# ---- bus_dev_port ----
Fig. 1: bus_dev_port, cell area per tile
Scale: 2 px per um. 15 x 15 tiles, from white (low) to dark blue (high), 0 to 100% covered.
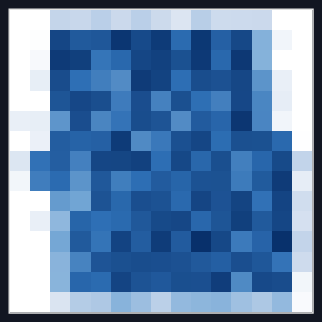
Fig. 2: bus_dev_port, clock wiring as the flow saved it
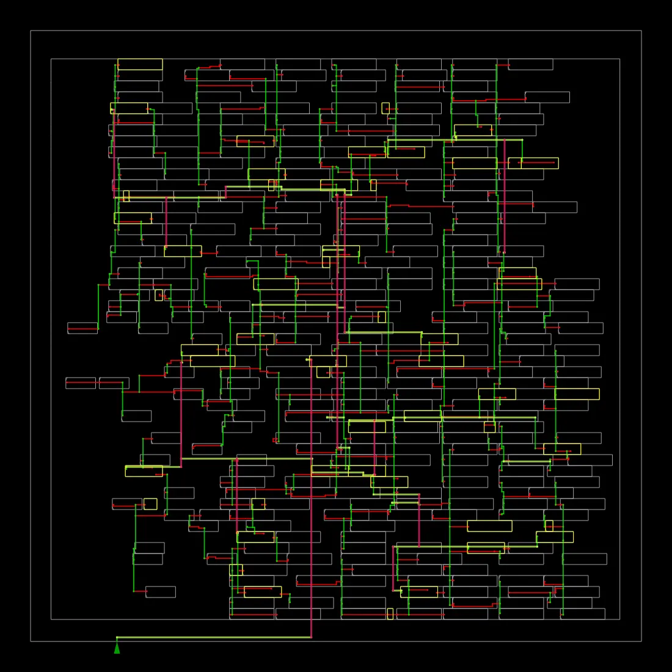
**src/rtl/bus_dev_pkg.sv**
```systemverilog
// Shared definitions for the bus device port.
//   ID_W      : width of the destination-ID field at the top of every packet
//   MAX_PKT_W : widest packet get_dest() accepts (callers zero-extend to this)
//   get_dest  : extracts the destination ID from a packet of width pkt_w
package bus_dev_pkg;

  localparam int ID_W      = 8;
  localparam int MAX_PKT_W = 64;

  function automatic logic [ID_W-1:0] get_dest(input logic [MAX_PKT_W-1:0] pkt,
                                               input int                   pkt_w);
    return pkt[pkt_w-1 -: ID_W];
  endfunction

endpackage

```
**src/rtl/sync_fifo.sv**
```systemverilog
// Single-clock first-word-fall-through FIFO.
//   clk, reset      : rising-edge clock, synchronous active-high reset
//   wr, wr_data     : enqueue strobe and data (accepted if not full, or if a
//                     read in the same cycle frees a slot)
//   rd, rd_data     : dequeue strobe (ignored while empty) and current head
//   full, empty     : occupancy flags
//   count           : number of stored entries, 0..depth
module sync_fifo #(
  parameter int unsigned width = 16,
  parameter int unsigned depth = 8
) (
  input  logic                       clk,
  input  logic                       reset,
  input  logic                       wr,
  input  logic [width-1:0]           wr_data,
  input  logic                       rd,
  output logic [width-1:0]           rd_data,
  output logic                       full,
  output logic                       empty,
  output logic [$clog2(depth):0]     count
);

  localparam int AW = $clog2(depth);
  localparam int CW = AW + 1;

  logic [width-1:0] mem [depth];
  logic [AW-1:0]    wr_ptr;
  logic [AW-1:0]    rd_ptr;
  logic             wr_eff;
  logic             rd_eff;

  assign full    = (count == CW'(depth));
  assign empty   = (count == '0);
  assign rd_data = mem[rd_ptr];

  // A read on a full FIFO is always effective (depth >= 2), so it may free the
  // slot that a simultaneous write lands in.
  assign rd_eff = rd & ~empty;
  assign wr_eff = wr & (~full | rd_eff);

  // NOTE: the storage array has no reset; only pointers and count define
  // validity, and leaving the array unreset lets it map onto RAM.
  always_ff @(posedge clk) begin
    if (wr_eff) mem[wr_ptr] <= wr_data;
  end

  // NOTE: all sequential state uses non-blocking assignment so every register
  // samples pre-edge values regardless of statement order.
  always_ff @(posedge clk) begin
    if (reset) begin
      wr_ptr <= '0;
      rd_ptr <= '0;
      count  <= '0;
    end else begin
      if (wr_eff) wr_ptr <= wr_ptr + AW'(1);
      if (rd_eff) rd_ptr <= rd_ptr + AW'(1);
      case ({wr_eff, rd_eff})
        2'b10:   count <= count + CW'(1);
        2'b01:   count <= count - CW'(1);
        default: count <= count;
      endcase
    end
  end

endmodule

```
**src/rtl/bus_dev_port.sv**
```systemverilog
// Device-side endpoint of the bus arbiter handshake.
//   clk, reset        : rising-edge clock, synchronous active-high reset
//   pndng, D_pop, pop : TX offer to the bus (FWFT head) and bus consume strobe
//   push, D_push      : packet delivered by the bus
//   tx_wr, tx_data    : host enqueue into TX;  tx_full when TX has no room
//   rx_rd, rx_data    : host dequeue from RX (FWFT head); rx_empty flag
//   err               : sticky {rx_ovf, tx_ovf, pop_unf}, cleared by reset only
//   drop_cnt          : saturating count of pushes not stored (misaddressed/full)
module bus_dev_port
  import bus_dev_pkg::*;
#(
  parameter int unsigned    pckg_sz   = 16,
  parameter int unsigned    depth     = 8,
  parameter logic [ID_W-1:0] dev_id    = 8'h00,
  parameter logic [ID_W-1:0] broadcast = 8'hFF
) (
  input  logic               clk,
  input  logic               reset,
  output logic               pndng,
  output logic [pckg_sz-1:0] D_pop,
  input  logic               pop,
  input  logic               push,
  input  logic [pckg_sz-1:0] D_push,
  input  logic               tx_wr,
  input  logic [pckg_sz-1:0] tx_data,
  output logic               tx_full,
  input  logic               rx_rd,
  output logic [pckg_sz-1:0] rx_data,
  output logic               rx_empty,
  output logic [2:0]         err,
  output logic [7:0]         drop_cnt
);

  logic                   tx_empty;
  logic                   rx_full;
  logic [$clog2(depth):0] tx_count;
  logic [$clog2(depth):0] rx_count;
  logic [ID_W-1:0]        rx_dest;
  logic                   addr_ok;
  logic                   rx_wr;
  logic                   rx_ovf;
  logic                   tx_ovf;
  logic                   pop_unf;
  logic                   drop_evt;

  // Occupancy counts are informational here; the flags carry all decisions.
  logic unused_counts;
  assign unused_counts = ^{tx_count, rx_count};

  sync_fifo #(.width(pckg_sz), .depth(depth)) tx_q (
    .clk     (clk),
    .reset   (reset),
    .wr      (tx_wr),
    .wr_data (tx_data),
    .rd      (pop),
    .rd_data (D_pop),
    .full    (tx_full),
    .empty   (tx_empty),
    .count   (tx_count)
  );

  assign pndng = ~tx_empty;

  assign rx_dest = get_dest(MAX_PKT_W'(D_push), pckg_sz);
  assign addr_ok = (rx_dest == dev_id) || (rx_dest == broadcast);
  assign rx_wr   = push & addr_ok;

  sync_fifo #(.width(pckg_sz), .depth(depth)) rx_q (
    .clk     (clk),
    .reset   (reset),
    .wr      (rx_wr),
    .wr_data (D_push),
    .rd      (rx_rd),
    .rd_data (rx_data),
    .full    (rx_full),
    .empty   (rx_empty),
    .count   (rx_count)
  );

  // Overflow only when no same-cycle read/pop frees a slot.
  assign rx_ovf   = rx_wr & rx_full & ~rx_rd;
  assign tx_ovf   = tx_wr & tx_full & ~pop;
  assign pop_unf  = pop & tx_empty;
  assign drop_evt = (push & ~addr_ok) | rx_ovf;

  always_ff @(posedge clk) begin
    if (reset) begin
      err      <= '0;
      drop_cnt <= '0;
    end else begin
      err <= err | {rx_ovf, tx_ovf, pop_unf};
      if (drop_evt && drop_cnt != 8'hFF) drop_cnt <= drop_cnt + 8'd1;
    end
  end

endmodule

```
**config.mk**
```make
export PLATFORM = sky130hd
export DESIGN_NAME = bus_dev_port
export DESIGN_NICKNAME = d
export VERILOG_FILES = /design/src/rtl/bus_dev_pkg.sv /design/src/rtl/sync_fifo.sv /design/src/rtl/bus_dev_port.sv
export SDC_FILE = /design/constraint.sdc
export NUM_CORES = 1
export LEC_CHECK = 0
export CAP_MARGIN = 0
export CORE_MARGIN = 5
export CORE_UTILIZATION = 58
export CTS_CLUSTER_SIZE = 40
export DETAILED_ROUTE_END_ITERATION = 7
export PLACE_DENSITY = 0.83
export SLEW_MARGIN = 15
export SYNTH_ARGS = -nofsm -noshare
export SYNTH_HDL_FRONTEND = slang
export SYNTH_SLANG_ARGS = --single-unit
```
**constraint.sdc**
```tcl
create_clock -name clk -period 5.6 [get_ports clk]
set_clock_uncertainty 0.15 [all_clocks]
set_input_delay 1.68 -clock clk [delete_from_list [all_inputs] [get_ports clk]]
set_output_delay 1.68 -clock clk [all_outputs]
set_load 0.01 [all_outputs]
```
==> out/metrics.csv <==
metric,value,unit
dominant register cell,edfxtp_1,
min Tclk post-route,4.826,ns
DRT Pass-1 Iters,5,
IO Count,84,
status,"finished, final reports clean",
GR Layer Usage met3,3.142,%
share of cells above drive strength 1,26.48,%
TAP cells,265,
"Max stage delay cell, worst path",dfxtp_2,
WL met1,9430,um
slew margin rel.,34.78,%
critical path type,reg -> out,
Final ANT Viol Nets,0,
end of the critical path,D_pop[11],
CP arrival,3.00,ns
cell family with most CP delay,buffers and inverters,
Final setup violation count,0,
vias,6016,
About Fig. 1:
tiles over 75% full: 51%
fullest tile: 100%
nearly empty tiles: 13%
emptiest ninth of the die: south-west

About Fig. 2:
worst skew pair latency: 0.53 ns
clock buffer count from CTS: 28


# ---- vga_rect_capture ----
File: src/rtl/vga_rect_capture.sv
// Pixel-clock VGA receiver: rebuilds x/y from sync edges and measures
// the bounding box of lit pixels plus line/frame totals each frame.
module vga_rect_capture #(
    parameter logic HSYNC_ACT = 1'b0,
    parameter logic VSYNC_ACT = 1'b0,
    parameter int   H_BACK    = 24,
    parameter int   V_BACK    = 33
) (
    input  logic               clk,
    input  logic               reset_n,
    input  logic               hsync,
    input  logic               vsync,
    input  logic               color,
    output logic signed [15:0] x0,
    output logic signed [15:0] x1,
    output logic signed [15:0] y0,
    output logic signed [15:0] y1,
    output logic               rect_found,
    output logic        [15:0] h_total,
    output logic        [15:0] v_total,
    output logic               frame_valid,
    output logic               locked
);

    typedef enum logic [1:0] {SEEK, CAPTURE, REPORT} state_t;

    localparam logic signed [15:0] SMAX   = 16'sh7fff;
    localparam logic signed [15:0] SMIN   = 16'sh8000;
    localparam logic signed [15:0] H_LOAD = 16'(-H_BACK);
    localparam logic signed [15:0] V_LOAD = 16'(-V_BACK);

    state_t r_state;
    state_t w_state_nx;

    logic r_hs_s1, r_hs_s2, r_hs_p;
    logic r_vs_s1, r_vs_s2, r_vs_p;
    logic r_col_s1, r_col_s2;

    logic signed [15:0] r_hcnt, r_vcnt;
    logic        [15:0] r_hlen, r_lines;
    logic        [15:0] w_lines_nx;

    logic signed [15:0] r_minx, r_maxx, r_miny, r_maxy;
    logic               r_seen;
    logic signed [15:0] w_minx_nx, w_maxx_nx, w_miny_nx, w_maxy_nx;
    logic signed [15:0] w_hcnt1, w_vcnt1;
    logic               w_seen_nx;

    logic w_hs_act, w_hs_pact, w_hs_rise, w_hs_fall;
    logic w_vs_act, w_vs_pact, w_vs_rise, w_vs_fall;
    logic w_qual, w_capture, w_go, w_clr;

    always_ff @(posedge clk or negedge reset_n) begin
        if (!reset_n) begin
            r_hs_s1  <= 1'b0;
            r_hs_s2  <= 1'b0;
            r_hs_p   <= 1'b0;
            r_vs_s1  <= 1'b0;
            r_vs_s2  <= 1'b0;
            r_vs_p   <= 1'b0;
            r_col_s1 <= 1'b0;
            r_col_s2 <= 1'b0;
        end else begin
            r_hs_s1  <= hsync;
            r_hs_s2  <= r_hs_s1;
            r_hs_p   <= r_hs_s2;
            r_vs_s1  <= vsync;
            r_vs_s2  <= r_vs_s1;
            r_vs_p   <= r_vs_s2;
            r_col_s1 <= color;
            r_col_s2 <= r_col_s1;
        end
    end

    assign w_hs_act  = (r_hs_s2 == HSYNC_ACT);
    assign w_hs_pact = (r_hs_p == HSYNC_ACT);
    assign w_hs_rise = w_hs_act & ~w_hs_pact;
    assign w_hs_fall = ~w_hs_act & w_hs_pact;
    assign w_vs_act  = (r_vs_s2 == VSYNC_ACT);
    assign w_vs_pact = (r_vs_p == VSYNC_ACT);
    assign w_vs_rise = w_vs_act & ~w_vs_pact;
    assign w_vs_fall = ~w_vs_act & w_vs_pact;

    // The hsync rise coinciding with vsync rise closes the ending frame.
    assign w_lines_nx = (w_hs_rise && r_lines != 16'hffff)
                      ? r_lines + 16'd1 : r_lines;

    always_ff @(posedge clk or negedge reset_n) begin
        if (!reset_n) begin
            r_hcnt  <= '0;
            r_vcnt  <= '0;
            r_hlen  <= '0;
            r_lines <= '0;
            h_total <= '0;
        end else begin
            if (w_hs_fall)
                r_hcnt <= H_LOAD;
            else if (r_hcnt != SMAX)
                r_hcnt <= r_hcnt + 16'sd1;
            if (w_vs_fall)
                r_vcnt <= V_LOAD;
            else if (w_hs_fall && r_vcnt != SMAX)
                r_vcnt <= r_vcnt + 16'sd1;
            if (w_hs_rise) begin
                h_total <= r_hlen;
                r_hlen  <= 16'd1;
            end else if (r_hlen != 16'hffff) begin
                r_hlen <= r_hlen + 16'd1;
            end
            r_lines <= w_vs_rise ? 16'd0 : w_lines_nx;
        end
    end

    always_ff @(posedge clk or negedge reset_n) begin
        if (!reset_n)
            r_state <= SEEK;
        else
            r_state <= w_state_nx;
    end

    always_comb begin
        w_state_nx = r_state;
        unique case (r_state)
            SEEK:    if (w_vs_rise) w_state_nx = CAPTURE;
            CAPTURE: if (w_vs_rise) w_state_nx = REPORT;
            REPORT:  w_state_nx = CAPTURE;
            default: w_state_nx = SEEK;
        endcase
    end

    always_comb begin
        w_capture   = (r_state == CAPTURE);
        w_go        = w_capture & w_vs_rise;
        w_clr       = ((r_state == SEEK) & w_vs_rise) | (r_state == REPORT);
        frame_valid = (r_state == REPORT);
    end

    // A pixel on the vsync-rise cycle still belongs to the ending frame.
    always_comb begin
        w_qual = w_capture && !w_hs_act && (!w_vs_act || w_vs_rise)
              && !r_hcnt[15] && !r_vcnt[15] && r_col_s2;
        w_hcnt1   = (r_hcnt == SMAX) ? SMAX : r_hcnt + 16'sd1;
        w_vcnt1   = (r_vcnt == SMAX) ? SMAX : r_vcnt + 16'sd1;
        w_minx_nx = r_minx;
        w_maxx_nx = r_maxx;
        w_miny_nx = r_miny;
        w_maxy_nx = r_maxy;
        w_seen_nx = r_seen | w_qual;
        if (w_qual) begin
            if (r_hcnt < r_minx)  w_minx_nx = r_hcnt;
            if (w_hcnt1 > r_maxx) w_maxx_nx = w_hcnt1;
            if (r_vcnt < r_miny)  w_miny_nx = r_vcnt;
            if (w_vcnt1 > r_maxy) w_maxy_nx = w_vcnt1;
        end
    end

    always_ff @(posedge clk or negedge reset_n) begin
        if (!reset_n) begin
            r_minx <= SMAX;
            r_maxx <= SMIN;
            r_miny <= SMAX;
            r_maxy <= SMIN;
            r_seen <= 1'b0;
        end else if (w_clr) begin
            r_minx <= SMAX;
            r_maxx <= SMIN;
            r_miny <= SMAX;
            r_maxy <= SMIN;
            r_seen <= 1'b0;
        end else begin
            r_minx <= w_minx_nx;
            r_maxx <= w_maxx_nx;
            r_miny <= w_miny_nx;
            r_maxy <= w_maxy_nx;
            r_seen <= w_seen_nx;
        end
    end

    // Loaded on entry to REPORT so they are valid alongside frame_valid.
    always_ff @(posedge clk or negedge reset_n) begin
        if (!reset_n) begin
            x0         <= '0;
            x1         <= '0;
            y0         <= '0;
            y1         <= '0;
            rect_found <= 1'b0;
            v_total    <= '0;
            locked     <= 1'b0;
        end else if (w_go) begin
            x0         <= w_seen_nx ? w_minx_nx : '0;
            x1         <= w_seen_nx ? w_maxx_nx : '0;
            y0         <= w_seen_nx ? w_miny_nx : '0;
            y1         <= w_seen_nx ? w_maxy_nx : '0;
            rect_found <= w_seen_nx;
            v_total    <= w_lines_nx;
            locked     <= 1'b1;
        end
    end

endmodule

File: config.mk
export PLATFORM = sky130hd
export DESIGN_NAME = vga_rect_capture
export DESIGN_NICKNAME = d
export VERILOG_FILES = /design/src/rtl/vga_rect_capture.sv
export SDC_FILE = /design/constraint.sdc
export NUM_CORES = 1
export LEC_CHECK = 0
export ABC_AREA = 1
export CELL_PAD_IN_SITES_DETAIL_PLACEMENT = 0
export CELL_PAD_IN_SITES_GLOBAL_PLACEMENT = 1
export CORE_MARGIN = 1.5
export CORE_UTILIZATION = 40
export CTS_BUF_LIST = sky130_fd_sc_hd__clkbuf_8
export CTS_CLUSTER_DIAMETER = 200
export DETAILED_ROUTE_END_ITERATION = 12
export PLACE_DENSITY_LB_ADDON = 0.05
export SKIP_LAST_GASP = 1
export SYNTH_ARGS = -nofsm -noshare
export SYNTH_HDL_FRONTEND = slang
export SYNTH_SLANG_ARGS = --single-unit
File: constraint.sdc
create_clock -name clk -period 3.7 [get_ports clk]
set_input_delay 0.74 -clock clk [delete_from_list [all_inputs] [get_ports clk]]
set_output_delay 0.74 -clock clk [all_outputs]
set_load 0.1 [all_outputs]
Fig. 3: vga_rect_capture, the metal 3 layer
Scale: 3 px per um.
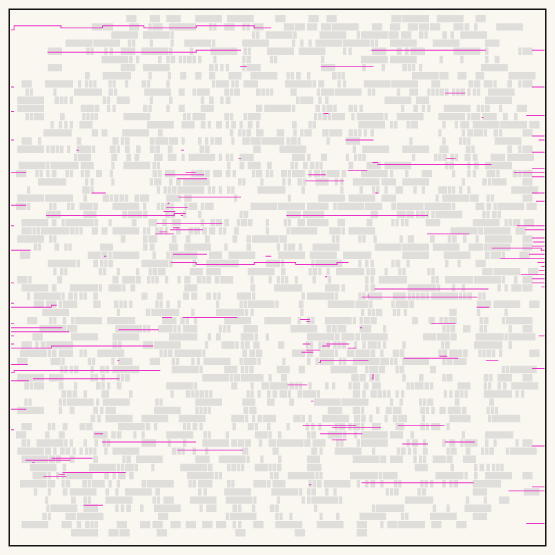
main direction: horizontal
share of all routed wire: 4.4%
nets with wire on the layer: 99

==> out/metrics.csv <==
metric,value,unit
most common cell in the netlist,nand2_1,
top cells by count,"483 x nand2_1, 205 x dfrtp_1, 192 x inv_1",
status,"finished, final reports clean",
"Max stage delay cell, worst path",dfrtp_1,
GR Layer Usage met3,3.687,%
routed wl met3,1403,um
Top Layout Cells,"483 x nand2_1, 211 x inv_1, 205 x dfrtp_1",
placed cell areas,0.01387,sq mm
clock buffer count from CTS,45,
Post-Syn Area,0.01230,sq mm
worst skew pair latency,0.57,ns
global-route wire length before repair,52730,um
Slew Limit Fails,0,
internal reg-to-reg setup slack,0.36,ns
Distinct lib cells used,34,
r2r endpoint,x1[6]$_DFFE_PN0P_,
achievable frequency,299.3,MHz
P_clk,2.59,mW
CP startpoint kind,register,
MI comb cells,1065,
Area growth syn-to-layout,20.74,%
Max VDD drop,0.2710,mV
delay of the slowest cell on the worst path,0.41,ns
dominant register cell,dfrtp_1,
leakage power,7.741,nW
slew of the pin with the lowest slew margin,1.022,ns
IO Count,104,
cycle use final,90.29,%
Fig. 4: vga_rect_capture, the metal 1 layer
Scale: 1.5 px per um. Supply wires on this layer in grey.
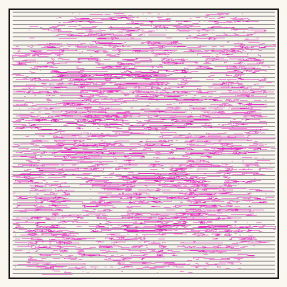
share of all routed wire: 49%
wire length on this layer: 15600 um
main direction: horizontal
longest straight run: 40.0 um
nets with wire on the layer: 1611


# ---- fetch_unit_flat ----
Fig. 5: fetch_unit_flat, the metal 3 layer
Scale: 2 px per um.
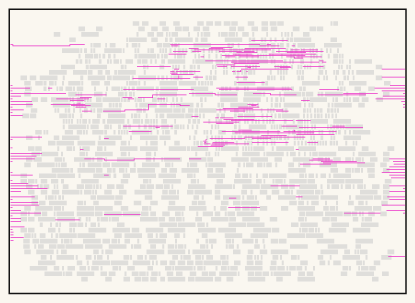
Fig. 6: fetch_unit_flat, cell area per tile
Scale: 2 px per um. 20 x 14 tiles, from white (low) to dark blue (high), 0 to 100% covered.
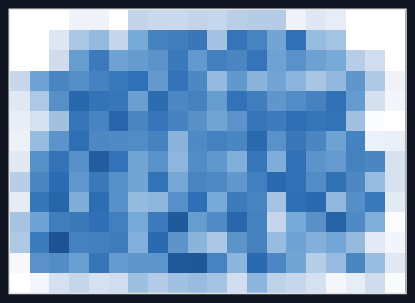
Fig. 7: fetch_unit_flat, clock wiring as the flow saved it
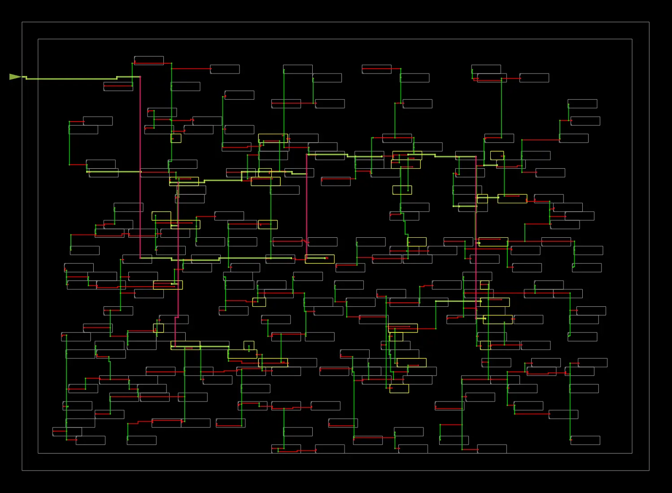
### config.mk
export PLATFORM = sky130hd
export DESIGN_NAME = fetch_unit_flat
export DESIGN_NICKNAME = d
export VERILOG_FILES = /design/src/rtl/rv32i_pkg.sv /design/src/rtl/fetch_unit_if.sv /design/src/rtl/fetch_buf.sv /design/src/rtl/fetch_unit.sv /design/src/flat_wrapper.sv
export SDC_FILE = /design/constraint.sdc
export NUM_CORES = 1
export LEC_CHECK = 0
export ABC_AREA = 1
export CAP_MARGIN = 20
export CORE_ASPECT_RATIO = 0.7
export CORE_MARGIN = 5
export CORE_UTILIZATION = 45
export CTS_BUF_LIST = sky130_fd_sc_hd__clkbuf_16
export CTS_CLUSTER_DIAMETER = 200
export CTS_CLUSTER_SIZE = 8
export DETAILED_ROUTE_END_ITERATION = 10
export GPL_ROUTABILITY_DRIVEN = 0
export GPL_TIMING_DRIVEN = 0
export PLACE_DENSITY = 0.69
export SYNTH_ARGS = -nofsm -noshare
export SYNTH_HDL_FRONTEND = slang
export SYNTH_HIERARCHICAL = 1
export SYNTH_SLANG_ARGS = --single-unit
### constraint.sdc
create_clock -name clk -period 2.63 [get_ports clk]
set_clock_uncertainty 0.2 [all_clocks]
set_input_delay 0.263 -clock clk [delete_from_list [all_inputs] [get_ports clk]]
set_output_delay 0.263 -clock clk [all_outputs]
set_load 0.01 [all_outputs]
### src/rtl/rv32i_pkg.sv
// rv32i_pkg: shared rv32i core widths, fetch-stage types and reset constants
package rv32i_pkg;
    localparam int XLEN = 32;
    localparam int INSTR_WIDTH = 32;
    localparam logic [XLEN-1:0] RESET_PC_DEFAULT = 32'h0000_0000;
    typedef enum logic [1:0] {FETCH_IDLE, FETCH_RUN, FETCH_FAULT} fetch_state_t;
    typedef struct packed {
        logic [XLEN-1:0]        pc;
        logic [INSTR_WIDTH-1:0] instr;
    } fetch_pkt_t;
endpackage

### src/rtl/fetch_unit_if.sv
// fetch_unit_if: imem request/response, redirect and decode handshake bundle of the fetch stage
interface fetch_unit_if;
    logic                                imem_req_valid;
    logic                                imem_req_ready;
    logic [rv32i_pkg::XLEN-1:0]          imem_req_addr;
    logic                                imem_rsp_valid;
    logic [rv32i_pkg::INSTR_WIDTH-1:0]   imem_rsp_data;
    logic                                redirect_valid;
    logic [rv32i_pkg::XLEN-1:0]          redirect_pc;
    logic                                id_valid;
    logic                                id_ready;
    logic [rv32i_pkg::INSTR_WIDTH-1:0]   id_instr;
    logic [rv32i_pkg::XLEN-1:0]          id_pc;
    logic                                fetch_fault;
    modport master (
        output imem_req_valid, imem_req_addr, id_valid, id_instr, id_pc, fetch_fault,
        input  imem_req_ready, imem_rsp_valid, imem_rsp_data, redirect_valid, redirect_pc, id_ready
    );
    modport slave (
        input  imem_req_valid, imem_req_addr, id_valid, id_instr, id_pc, fetch_fault,
        output imem_req_ready, imem_rsp_valid, imem_rsp_data, redirect_valid, redirect_pc, id_ready
    );
endinterface

### src/rtl/fetch_buf.sv
// fetch_buf: circular FIFO of fetch packets with synchronous flush
module fetch_buf import rv32i_pkg::*; #(
    parameter int DEPTH = 2,
    localparam int AW = $clog2(DEPTH)
) (
    input  logic       clk,
    input  logic       areset_n,
    input  logic       flush,
    input  logic       push,
    input  logic       pop,
    input  fetch_pkt_t din,
    output fetch_pkt_t dout,
    output logic [AW:0] count,
    output logic       full,
    output logic       empty
);
    fetch_pkt_t mem [DEPTH];
    logic [AW-1:0] rd_ptr, wr_ptr;
    assign dout  = mem[rd_ptr];
    assign full  = count == (AW+1)'(DEPTH);
    assign empty = count == '0;
    // Entries are reset so the decode-facing head reads zero out of reset.
    always_ff @(posedge clk or negedge areset_n) begin
        if (!areset_n) begin
            rd_ptr <= '0;
            wr_ptr <= '0;
            count  <= '0;
            for (int i = 0; i < DEPTH; i++) mem[i] <= '0;
        end else if (flush) begin
            rd_ptr <= '0;
            wr_ptr <= '0;
            count  <= '0;
        end else begin
            if (push) begin
                mem[wr_ptr] <= din;
                wr_ptr      <= wr_ptr + 1'b1;
            end
            if (pop) rd_ptr <= rd_ptr + 1'b1;
            count <= count + (AW+1)'(push) - (AW+1)'(pop);
        end
    end
endmodule

### src/rtl/fetch_unit.sv
// fetch_unit: rv32i fetch stage - PC, credit-limited imem requests, in-order response buffer, redirects
module fetch_unit import rv32i_pkg::*; #(
    parameter logic [XLEN-1:0] RESET_PC  = RESET_PC_DEFAULT,
    parameter int              BUF_DEPTH = 2
) (
    input  logic clk,
    input  logic areset_n,
    fetch_unit_if.master bus
);
    localparam int CW = $clog2(BUF_DEPTH) + 1;
    fetch_state_t    state, state_nx;
    logic [XLEN-1:0] pc, rsp_pc, target;
    logic [CW-1:0]   inflight, discard, count;
    logic            req_fire, push, pop, misaligned, full, empty;
    fetch_pkt_t      pkt, head;
    assign target     = {bus.redirect_pc[XLEN-1:2], 2'b00};
    assign misaligned = bus.redirect_pc[1:0] != 2'b00;
    // Outstanding requests plus buffered entries never exceed the buffer, so pushes cannot overflow.
    assign bus.imem_req_valid = state == FETCH_RUN && !bus.redirect_valid && (inflight + count) < CW'(BUF_DEPTH);
    assign bus.imem_req_addr  = pc;
    assign req_fire = bus.imem_req_valid && bus.imem_req_ready;
    assign push     = bus.imem_rsp_valid && !bus.redirect_valid && discard == '0 && !full;
    assign pop      = bus.id_valid && bus.id_ready;
    assign pkt      = '{pc: rsp_pc, instr: bus.imem_rsp_data};
    assign bus.id_valid    = !empty;
    assign bus.id_pc       = head.pc;
    assign bus.id_instr    = head.instr;
    assign bus.fetch_fault = state == FETCH_FAULT;
    always_comb begin
        state_nx = state;
        state_nx = state == FETCH_IDLE ? FETCH_RUN :
                   bus.redirect_valid  ? (misaligned ? FETCH_FAULT : FETCH_RUN) : state;
    end
    always_ff @(posedge clk or negedge areset_n) begin
        if (!areset_n) begin
            state    <= FETCH_IDLE;
            pc       <= RESET_PC;
            rsp_pc   <= RESET_PC;
            inflight <= '0;
            discard  <= '0;
        end else begin
            state    <= state_nx;
            inflight <= inflight + CW'(req_fire) - CW'(bus.imem_rsp_valid);
            if (bus.redirect_valid) begin
                pc      <= target;
                rsp_pc  <= target;
                discard <= inflight - CW'(bus.imem_rsp_valid);
            end else begin
                if (req_fire) pc <= pc + XLEN'(4);
                if (push) rsp_pc <= rsp_pc + XLEN'(4);
                if (bus.imem_rsp_valid && discard != '0) discard <= discard - 1'b1;
            end
        end
    end
    fetch_buf #(.DEPTH(BUF_DEPTH)) u_buf (
        .clk      (clk),
        .areset_n (areset_n),
        .flush    (bus.redirect_valid),
        .push     (push),
        .pop      (pop),
        .din      (pkt),
        .dout     (head),
        .count    (count),
        .full     (full),
        .empty    (empty)
    );
endmodule

### src/flat_wrapper.sv
// flat-port wrapper written by rule: the top's interface ports become plain ports
module fetch_unit_flat import rv32i_pkg::*;
#(
    parameter logic [XLEN-1:0] RESET_PC  = RESET_PC_DEFAULT,
    parameter int              BUF_DEPTH = 2
)
  (clk, areset_n, bus_imem_req_valid, bus_imem_req_addr, bus_id_valid, bus_id_instr, bus_id_pc, bus_fetch_fault, bus_imem_req_ready, bus_imem_rsp_valid, bus_imem_rsp_data, bus_redirect_valid, bus_redirect_pc, bus_id_ready);
  fetch_unit_if bus_i ();
  input  logic clk;
  input  logic areset_n;
  output wire logic [$bits(bus_i.imem_req_valid)-1:0] bus_imem_req_valid;
  output wire logic [$bits(bus_i.imem_req_addr)-1:0] bus_imem_req_addr;
  output wire logic [$bits(bus_i.id_valid)-1:0] bus_id_valid;
  output wire logic [$bits(bus_i.id_instr)-1:0] bus_id_instr;
  output wire logic [$bits(bus_i.id_pc)-1:0] bus_id_pc;
  output wire logic [$bits(bus_i.fetch_fault)-1:0] bus_fetch_fault;
  input wire logic [$bits(bus_i.imem_req_ready)-1:0] bus_imem_req_ready;
  input wire logic [$bits(bus_i.imem_rsp_valid)-1:0] bus_imem_rsp_valid;
  input wire logic [$bits(bus_i.imem_rsp_data)-1:0] bus_imem_rsp_data;
  input wire logic [$bits(bus_i.redirect_valid)-1:0] bus_redirect_valid;
  input wire logic [$bits(bus_i.redirect_pc)-1:0] bus_redirect_pc;
  input wire logic [$bits(bus_i.id_ready)-1:0] bus_id_ready;
  assign bus_imem_req_valid = bus_i.imem_req_valid;
  assign bus_imem_req_addr = bus_i.imem_req_addr;
  assign bus_id_valid = bus_i.id_valid;
  assign bus_id_instr = bus_i.id_instr;
  assign bus_id_pc = bus_i.id_pc;
  assign bus_fetch_fault = bus_i.fetch_fault;
  assign bus_i.imem_req_ready = bus_imem_req_ready;
  assign bus_i.imem_rsp_valid = bus_imem_rsp_valid;
  assign bus_i.imem_rsp_data = bus_imem_rsp_data;
  assign bus_i.redirect_valid = bus_redirect_valid;
  assign bus_i.redirect_pc = bus_redirect_pc;
  assign bus_i.id_ready = bus_id_ready;
  fetch_unit #(.RESET_PC(RESET_PC), .BUF_DEPTH(BUF_DEPTH)) u_core (.clk(clk), .areset_n(areset_n), .bus(bus_i));
endmodule
==> out/metrics.csv <==
metric,value,unit
r2r endpoint,u_core/inflight[1]$_DFF_PN0_,
max reg flops,128,
Post-Place Setup Slack,-0.2362,ns
internal reg-to-reg setup slack,0.16,ns
Final clock-cell share,4.356,%
Pwr Density,859.0,mW/mm^2
top cells by count,"398 x nand2_1, 198 x dfrtp_1, 156 x inv_1",
Wirelength per Cell,16.58,um
die x size,197.7,um
PnR Total Power,11.89,mW
Seq. pwr,4.54,mW
Iter 0 DRT Violations,846,
global-route wire length before repair,48830,um
reg2reg path depth,10,
slew margin rel.,48.01,%
Non-clk bufs,223,
status,"finished, final reports clean",
IO Count,169,
ANT cells,0,
Pre-Place Util,45.39,%
mux share,6.496,%
Top logic family,simple AND/OR/NAND/NOR gates,
Via density,5.095,
Final ANT Viol Nets,0,
logic area,0.005057,sq mm
CP startpoint kind,register,
slew of the pin with the lowest slew margin,0.7799,ns
routed wl met3,2297,um
Area growth syn-to-layout,24.79,%
## Picture notes: Fig. 5
nets with wire on the layer: 181
share of all routed wire: 7.6%
wire length on this layer: 2300 um
main direction: horizontal
longest straight run: 44.6 um

## Picture notes: Fig. 6
mean over tiles: 48%
fullest tile: 86%
nearly empty tiles: 6.8%

## Picture notes: Fig. 7
flop count: 198
clock buffers: 17
clock sink count: 198
clock buffer count from CTS: 17
P_clk: 2.65 mW



==> layout pictures side by side <==
Clock wires, drivers and flops.
Scale: 2 px per um.
(a)
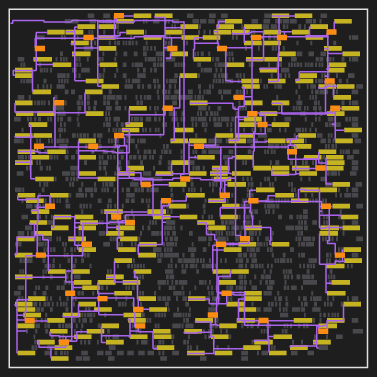
(b)
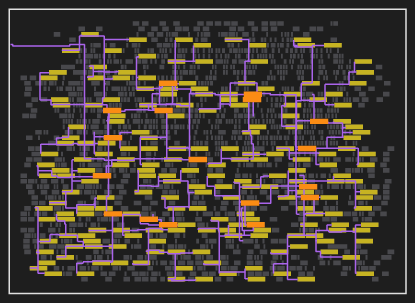
(c)
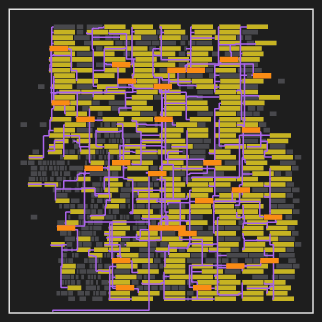
(a) is vga_rect_capture.
(c) is bus_dev_port.
(b) is fetch_unit_flat.
- fewest sequential cells: (b)
- smallest die: (c)

Key to (c):
[cells driving clock nets] orange | count: 28
[clock wires] purple | length: 3110 um
[flip-flops] yellow | count: 293
routed clock nets: 29

Power figures rest on the tool's default switching activity, not on a simulated workload.
